# ---- spi_cmd_ctrl ----
Fig. 1: spi_cmd_ctrl, a small window of the routed layout
Scale bar: 5 um. Window x 8 to 28, y 45 to 65 um. Cells in gray, sequential cells in the stronger gray; small squares are vias.
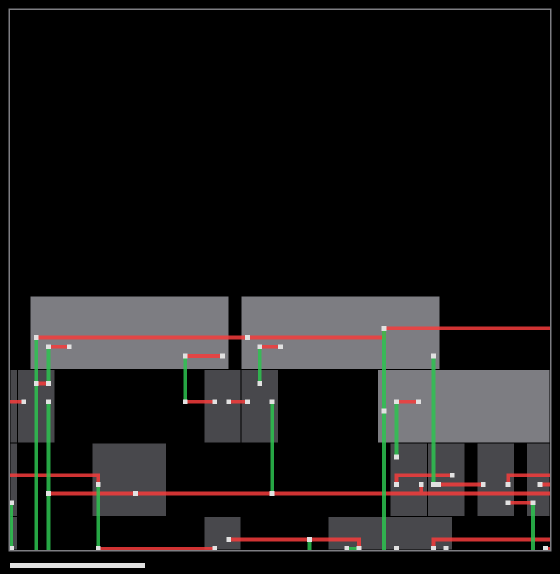

==> src/rtl/spi_pkg.sv <==
// -----------------------------------------------------------------------------
// spi_pkg: shared constants and FSM state encoding for the SPI command layer.
// Revision: 1.0
// -----------------------------------------------------------------------------
`default_nettype none

package spi_pkg;

  localparam int BYTE_W     = 8;
  localparam int CMD_RW_BIT = 7;
  localparam logic [BYTE_W-1:0] STATUS_BYTE_DEF = 8'hA5;

  typedef enum logic [2:0] {
    ST_IDLE     = 3'd0,
    ST_CMD      = 3'd1,
    ST_WR_DATA  = 3'd2,
    ST_RD_FETCH = 3'd3,
    ST_RD_LOAD  = 3'd4,
    ST_RD_WAIT  = 3'd5
  } state_e;

endpackage

`default_nettype wire

==> src/rtl/sync_edge.sv <==
// -----------------------------------------------------------------------------
// sync_edge: STAGES-deep synchroniser with one-cycle rise/fall pulse outputs.
// Revision: 1.0
// -----------------------------------------------------------------------------
`default_nettype none

module sync_edge #(
  parameter int STAGES = 2
) (
  input  logic sys_clk,
  input  logic rst,
  input  logic d_i,
  output logic level_o,
  output logic rise_o,
  output logic fall_o
);

  logic [STAGES-1:0] sync_q;
  logic              prev_q;

  always_ff @(posedge sys_clk) begin
    if (rst) begin
      sync_q <= '0;
      prev_q <= 1'b0;
    end else begin
      sync_q <= {sync_q[STAGES-2:0], d_i};
      prev_q <= sync_q[STAGES-1];
    end
  end

  // Edge pulses come from two flops only, so they are glitch-free
  assign level_o = sync_q[STAGES-1];
  assign rise_o  = sync_q[STAGES-1] & ~prev_q;
  assign fall_o  = ~sync_q[STAGES-1] & prev_q;

endmodule

`default_nettype wire

==> src/rtl/spi_cmd_ctrl.sv <==
// -----------------------------------------------------------------------------
// spi_cmd_ctrl: SPI command decoder sequencing burst register reads/writes.
// Revision: 1.0
// -----------------------------------------------------------------------------
`default_nettype none

module spi_cmd_ctrl
  import spi_pkg::*;
#(
  parameter int                ADDR_W      = 7,
  parameter int                SYNC_STAGES = 2,
  parameter logic [BYTE_W-1:0] STATUS_BYTE = STATUS_BYTE_DEF
) (
  input  logic              sys_clk,
  input  logic              rst,
  input  logic              cs,
  input  logic              byte_rdy,
  input  logic [BYTE_W-1:0] byte_in,
  output logic [BYTE_W-1:0] tx_byte,
  output logic              tx_load,
  output logic [ADDR_W-1:0] reg_addr,
  output logic              reg_we,
  output logic [BYTE_W-1:0] reg_wdata,
  output logic              reg_re,
  input  logic [BYTE_W-1:0] reg_rdata,
  output logic              busy,
  output logic              overrun,
  input  logic              clr_overrun
);

  logic cs_lvl, cs_rise, cs_fall;
  logic rdy_lvl, byte_strobe, rdy_fall;

  sync_edge #(.STAGES(SYNC_STAGES)) u_cs_sync (
    .sys_clk (sys_clk),
    .rst     (rst),
    .d_i     (cs),
    .level_o (cs_lvl),
    .rise_o  (cs_rise),
    .fall_o  (cs_fall)
  );

  sync_edge #(.STAGES(SYNC_STAGES)) u_rdy_sync (
    .sys_clk (sys_clk),
    .rst     (rst),
    .d_i     (byte_rdy),
    .level_o (rdy_lvl),
    .rise_o  (byte_strobe),
    .fall_o  (rdy_fall)
  );

  logic unused_sync;
  assign unused_sync = &{1'b0, cs_lvl, rdy_lvl, rdy_fall, byte_in};

  state_e            state_q, state_d;
  logic [ADDR_W-1:0] addr_q, addr_d;
  logic [BYTE_W-1:0] tx_byte_q, tx_byte_d;
  logic              overrun_q, overrun_d;
  logic              we_d, re_d, load_d, ovr_set;

  always_ff @(posedge sys_clk) begin
    if (rst) begin
      state_q   <= ST_IDLE;
      addr_q    <= '0;
      tx_byte_q <= '0;
      overrun_q <= 1'b0;
    end else begin
      state_q   <= state_d;
      addr_q    <= addr_d;
      tx_byte_q <= tx_byte_d;
      overrun_q <= overrun_d;
    end
  end

  always_comb begin
    state_d   = state_q;
    addr_d    = addr_q;
    tx_byte_d = tx_byte_q;
    overrun_d = overrun_q;
    we_d      = 1'b0;
    re_d      = 1'b0;
    load_d    = 1'b0;
    ovr_set   = 1'b0;

    case (state_q)
      ST_IDLE: begin
        if (cs_rise) begin
          tx_byte_d = STATUS_BYTE;
          load_d    = 1'b1;
          state_d   = ST_CMD;
        end
      end
      ST_CMD: begin
        if (byte_strobe) begin
          addr_d  = byte_in[ADDR_W-1:0];
          state_d = byte_in[CMD_RW_BIT] ? ST_RD_FETCH : ST_WR_DATA;
        end
      end
      ST_WR_DATA: begin
        if (byte_strobe) begin
          we_d   = 1'b1;
          addr_d = addr_q + ADDR_W'(1);
        end
      end
      ST_RD_FETCH: begin
        re_d    = 1'b1;
        state_d = ST_RD_LOAD;
        ovr_set = byte_strobe;
      end
      ST_RD_LOAD: begin
        tx_byte_d = reg_rdata;
        load_d    = 1'b1;
        addr_d    = addr_q + ADDR_W'(1);
        state_d   = ST_RD_WAIT;
        ovr_set   = byte_strobe;
      end
      ST_RD_WAIT: begin
        if (byte_strobe) begin
          state_d = ST_RD_FETCH;
        end
      end
      default: state_d = ST_IDLE;
    endcase

    // Losing chip select cancels everything decided this cycle
    if (cs_fall && (state_q != ST_IDLE)) begin
      state_d   = ST_IDLE;
      addr_d    = addr_q;
      tx_byte_d = tx_byte_q;
      we_d      = 1'b0;
      re_d      = 1'b0;
      load_d    = 1'b0;
      ovr_set   = 1'b0;
    end

    if (clr_overrun) begin
      overrun_d = 1'b0;
    end
    if (ovr_set) begin
      overrun_d = 1'b1;
    end

    if (rst) begin
      tx_byte_d = '0;
      we_d      = 1'b0;
      re_d      = 1'b0;
      load_d    = 1'b0;
    end
  end

  // tx_byte shows the value being loaded so the slave latches it with tx_load
  assign tx_byte   = tx_byte_d;
  assign tx_load   = load_d;
  assign reg_addr  = addr_q;
  assign reg_we    = we_d;
  assign reg_wdata = we_d ? byte_in : '0;
  assign reg_re    = re_d;
  assign busy      = (state_q != ST_IDLE);
  assign overrun   = overrun_q;

endmodule

`default_nettype wire

==> config.mk <==
export PLATFORM = sky130hd
export DESIGN_NAME = spi_cmd_ctrl
export DESIGN_NICKNAME = d
export VERILOG_FILES = /design/src/rtl/spi_pkg.sv /design/src/rtl/sync_edge.sv /design/src/rtl/spi_cmd_ctrl.sv
export SDC_FILE = /design/constraint.sdc
export NUM_CORES = 1
export LEC_CHECK = 0
export ABC_AREA = 1
export CORE_MARGIN = 2
export CORE_UTILIZATION = 30
export DETAILED_ROUTE_END_ITERATION = 16
export PLACE_DENSITY = 0.67
export RECOVER_POWER = 100
export REMOVE_ABC_BUFFERS = 1
export SYNTH_ARGS = -nofsm -noshare
export SYNTH_HDL_FRONTEND = slang
export SYNTH_SLANG_ARGS = --single-unit
==> constraint.sdc <==
create_clock -name sys_clk -period 2.7 [get_ports sys_clk]
set_clock_uncertainty 0.15 [all_clocks]
set_input_delay 0.54 -clock sys_clk [delete_from_list [all_inputs] [get_ports sys_clk]]
set_output_delay 0.54 -clock sys_clk [all_outputs]
set_load 0.02 [all_outputs]
# ---- ex_muldiv ----
===== src/rtl/ex_muldiv.sv =====
// EX-stage multiply/divide unit owning the architectural HI/LO registers.
// Divide support (div/divu) is built only when MULDIV_DIVIDE_EN is defined.
module ex_muldiv (
    input  logic        clk,
    input  logic        reset,
    input  logic        Start,
    input  logic [2:0]  MDOp,
    input  logic [31:0] SrcA,
    input  logic [31:0] SrcB,
    output logic        Busy,
    output logic [31:0] HI,
    output logic [31:0] LO
);

    typedef enum logic {IDLE = 1'b0, BUSY = 1'b1} state_t;

    state_t      state, state_next;
    logic [3:0]  count, count_next;
    logic [31:0] res_hi, res_lo;
    logic        res_ok;
    logic [31:0] hi_next, lo_next;
    logic        latch;
    logic [31:0] calc_hi, calc_lo;
    logic        calc_ok;

    // Sign-extend to 64 bits so one unsigned multiplier serves both mult and multu.
    logic        mul_signed;
    logic [63:0] mul_a, mul_b, product;

    assign mul_signed = (MDOp == 3'd1);
    assign mul_a      = {{32{mul_signed & SrcA[31]}}, SrcA};
    assign mul_b      = {{32{mul_signed & SrcB[31]}}, SrcB};
    assign product    = mul_a * mul_b;

    logic        div_op;
    logic [31:0] quo, rem;

`ifdef MULDIV_DIVIDE_EN
    // Divide magnitudes and fix signs afterwards; this also yields
    // 0x80000000 / -1 = 0x80000000 without overflow special-casing.
    logic        div_signed, neg_a, neg_b;
    logic [31:0] mag_a, mag_b, div_b, uq, ur;

    assign div_op     = (MDOp == 3'd3) || (MDOp == 3'd4);
    assign div_signed = (MDOp == 3'd3);
    assign neg_a      = div_signed & SrcA[31];
    assign neg_b      = div_signed & SrcB[31];
    assign mag_a      = neg_a ? (32'd0 - SrcA) : SrcA;
    assign mag_b      = neg_b ? (32'd0 - SrcB) : SrcB;
    assign div_b      = (mag_b == 32'd0) ? 32'd1 : mag_b;
    assign uq         = mag_a / div_b;
    assign ur         = mag_a % div_b;
    assign quo        = (neg_a ^ neg_b) ? (32'd0 - uq) : uq;
    assign rem        = neg_a ? (32'd0 - ur) : ur;
`else
    assign div_op = 1'b0;
    assign quo    = 32'd0;
    assign rem    = 32'd0;
`endif

    always_comb begin
        calc_hi = product[63:32];
        calc_lo = product[31:0];
        calc_ok = 1'b1;
        if (div_op) begin
            calc_hi = rem;
            calc_lo = quo;
            calc_ok = (SrcB != 32'd0);
        end
    end

    always_comb begin
        state_next = state;
        count_next = count;
        hi_next    = HI;
        lo_next    = LO;
        latch      = 1'b0;
        case (state)
            IDLE: begin
                if (Start) begin
                    case (MDOp)
                        3'd1, 3'd2: begin
                            latch      = 1'b1;
                            count_next = 4'd5;
                            state_next = BUSY;
                        end
                        3'd3, 3'd4: begin
                            if (div_op) begin
                                latch      = 1'b1;
                                count_next = 4'd10;
                                state_next = BUSY;
                            end
                        end
                        3'd5: hi_next = SrcA;
                        3'd6: lo_next = SrcA;
                        default: ;
                    endcase
                end
            end
            BUSY: begin
                // Start is deliberately ignored here; the result lands on the 1->0 step.
                count_next = count - 4'd1;
                if (count == 4'd1) begin
                    state_next = IDLE;
                    if (res_ok) begin
                        hi_next = res_hi;
                        lo_next = res_lo;
                    end
                end
            end
            default: state_next = IDLE;
        endcase
    end

    always_ff @(posedge clk) begin
        if (reset) begin
            state  <= IDLE;
            count  <= 4'd0;
            HI     <= 32'd0;
            LO     <= 32'd0;
            res_hi <= 32'd0;
            res_lo <= 32'd0;
            res_ok <= 1'b0;
        end else begin
            state <= state_next;
            count <= count_next;
            HI    <= hi_next;
            LO    <= lo_next;
            if (latch) begin
                res_hi <= calc_hi;
                res_lo <= calc_lo;
                res_ok <= calc_ok;
            end
        end
    end

    assign Busy = (state == BUSY);

endmodule


===== config.mk =====
export PLATFORM = sky130hd
export DESIGN_NAME = ex_muldiv
export DESIGN_NICKNAME = d
export VERILOG_FILES = /design/src/rtl/ex_muldiv.sv
export SDC_FILE = /design/constraint.sdc
export NUM_CORES = 2
export LEC_CHECK = 0
export CORE_ASPECT_RATIO = 1.1
export CORE_UTILIZATION = 60
export CTS_CLUSTER_DIAMETER = 120
export DETAILED_ROUTE_END_ITERATION = 10
export PLACE_DENSITY = 0.76
export SLEW_MARGIN = 25
export SYNTH_ARGS = -nofsm -noshare
export SYNTH_HDL_FRONTEND = slang
export SYNTH_SLANG_ARGS = --single-unit
export TNS_END_PERCENT = 100

===== constraint.sdc =====
create_clock -name clk -period 23.3 [get_ports clk]
set_clock_uncertainty 0.15 [all_clocks]
set_input_delay 2.33 -clock clk [delete_from_list [all_inputs] [get_ports clk]]
set_output_delay 2.33 -clock clk [all_outputs]
set_load 0.1 [all_outputs]

Fig. 2: ex_muldiv, metal 4
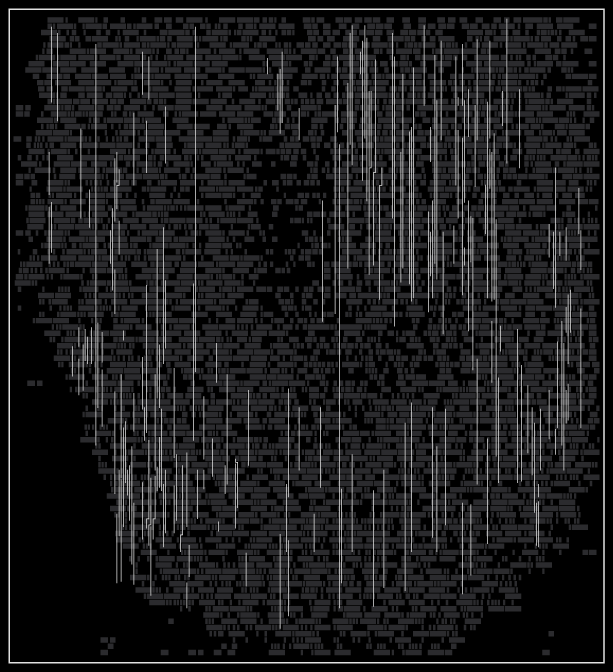
share of all routed wire: 6.1%
main direction: vertical
routed wire length: 120 mm
vias: 32933

==> impl_metrics.tcl, ex_muldiv <==
# metrics dict for downstream scripts
set metrics [dict create \
    ys_cells 4839 \
    hpwl_mm 93.6 \
    post-cts-setup-buffer-count 0 \
    wl_per_cell_um 20.9 \
    syn_inst 4839 \
    drt_first_iter_violations 2563 \
    diodes 2 \
    min_period_over_period 0.502 \
    remaining_drc_errors 0 \
    place_inst 5697 \
    syn-cell-area_mm2 0.0431 \
    tapCellCount 936 \
    portBuffers 134 \
    avgSynthCellArea_um2 8.91 \
    reg2reg_from "Busy$_SDFF_PP0_" \
    grt_max_degree 97 \
    fp_util 0.610 \
    grt_pass1_wl_mm 195 \
    maxUsedRoutingLayer "met5" \
    outcome "finished, final reports clean" \
    wl_met2_mm 58.6 \
    antenna_left 0 \
    worst-slew-pin-transition_ps 1080 \
    cp_num_buf_inv 7 \
    nNetsFinal 6189 \
    warning_count 27 \
]
## ex_muldiv: sequential cells by signal, summed over array words and instances (netlist names)
name / flops
HI: 32
LO: 32
res_hi: 32
res_lo: 32
count: 4
Busy: 1
res_ok: 1
## ex_muldiv: kinds of logic (layout without fill, tap and decap cells)
family,Yosys count,in the layout,synth area share
AOI/OAI and AO/OA,398,398,0.0591
xor gates and xnor gates,62,62,0.0126
adders and majority gates,1339,1339,0.584
buffers and inverters,1408,1362,0.123
DFF,134,134,0.0622
muxes,3,3,0.000755
other,0,2,0
and+or+nand+nor,1495,1495,0.158
## ex_muldiv: layer usage
| layer | vias up | GRT usage |
|---|---|---|
| li1 | 13997 | - |
| met1 | 16866 | 0.434 |
| met2 | 1647 | 0.578 |
| met3 | 421 | 0.0560 |
| met4 | 2 | 0.180 |
| met5 | - | 0 |
## ex_muldiv: worst min-delay path: stages, from the launching register on
cell	delay [ps]
dfxtp_1	310
nand2_1	50
a21oi_1	50
Fig. 3: spi_cmd_ctrl, routing congestion
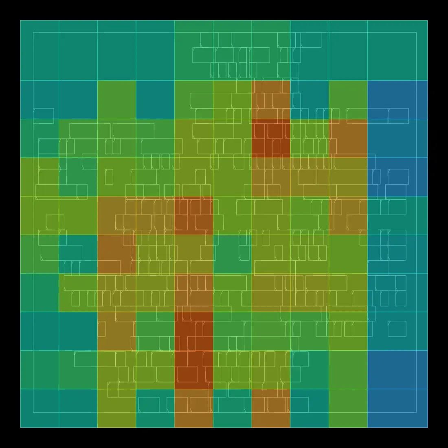
met3 usage: 0.0387
busiest grt layer: met2
routing usage on met1: 0.184
GRT Overall Usage: 0.141
WL/cell: 10.5 um

Notes on Fig. 1 above:
| color | layer |
|---|---|
| green | M2 |
| red | M1 |
most frequent: inv_1 (3), nor2_1 (3), dfxtp_1 (3)
sequential cells in the window: 3
netlist names of flops here include: `u_rdy_sync.sync_q` (2), `u_rdy_sync.prev_q` (1)
cells with their middle in the window: 11

==> impl_metrics.tcl, spi_cmd_ctrl <==
# metrics dict for downstream scripts
set metrics [dict create \
    ff2ff_setup_slack_ps 910 \
    logic_family "simple AND/OR/NAND/NOR gates" \
    ys_seq_share 0.352 \
    area_leaders "dfxtp_1, nor2_1, nand2_1" \
    cts_resized 19 \
    area_growth_pct 40.7 \
    finalSetupViolCount 0 \
    vias 1430 \
    ys_sh_aoi 0.170 \
    required_ps 2010 \
    outcome "finished, final reports clean" \
    synth.most_common_cell "nor2_1" \
    post_dp_cell_area_mm2 0.00203 \
    cts_buffer_depth 2 \
    ys_ff 25 \
    mostFrequentLayoutCell "nor2_1" \
    grt_pass1_wl_mm 5.98 \
    coreArea_mm2 0.00466 \
    gp_congestion 0.805 \
    cts_tree "done" \
]
## spi_cmd_ctrl: registers in the layout, summed over array words and instances, names as in the netlist
signal and count:
u_cs_sync.sync_q 2, reg_addr 7, u_cs_sync.prev_q 1, u_rdy_sync.prev_q 1, state_q 3, overrun 1
u_rdy_sync.sync_q 2, tx_byte_q 8
## spi_cmd_ctrl: metrics by stage
stage	std cells	hold slack, ps
2_1_floorplan	207	238
3_3_place_gp	319	242
3_5_place_dp	319	245
4_1_cts	323	257
5_1_grt	323	267
6_report	323	256
## spi_cmd_ctrl: worst reg2reg max path, stage by stage, from the launching register on
cell and delay (ps):
dfxtp_1 340, buf_4 160, nor2_1 210, nand2_2 100, nand3_1 100, nand2_1 60
nor2_1 360, nand2_1 100, a21oi_1 140
## spi_cmd_ctrl: area by class of cell
type                            count  area (um^2)
Fill cell                         500         2660
Multi-Input combinational cell    146          743
Timing Repair Buffer               58          510
Sequential cell                    25          500
Inverter                           36          135
Tap cell                           54         67.6
Clock buffer                        4         45.0


==> notes/layouts.md <==
Pictures saved along the way, in no particular order.

Signal wires on met1.
picture 1
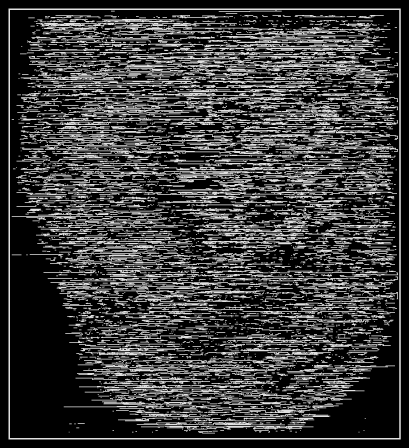
picture 2
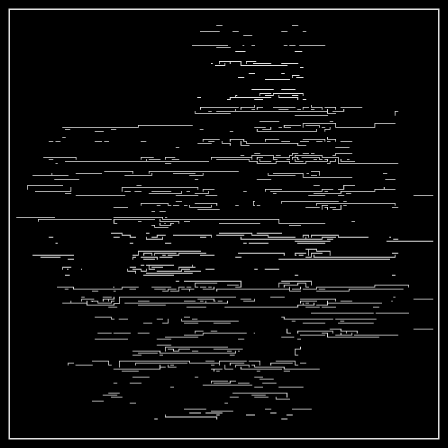
ex_muldiv: picture 1
spi_cmd_ctrl: picture 2

Key to picture 2:
nets with wire on the layer: 263
share of all routed wire: 47%
main direction: horizontal

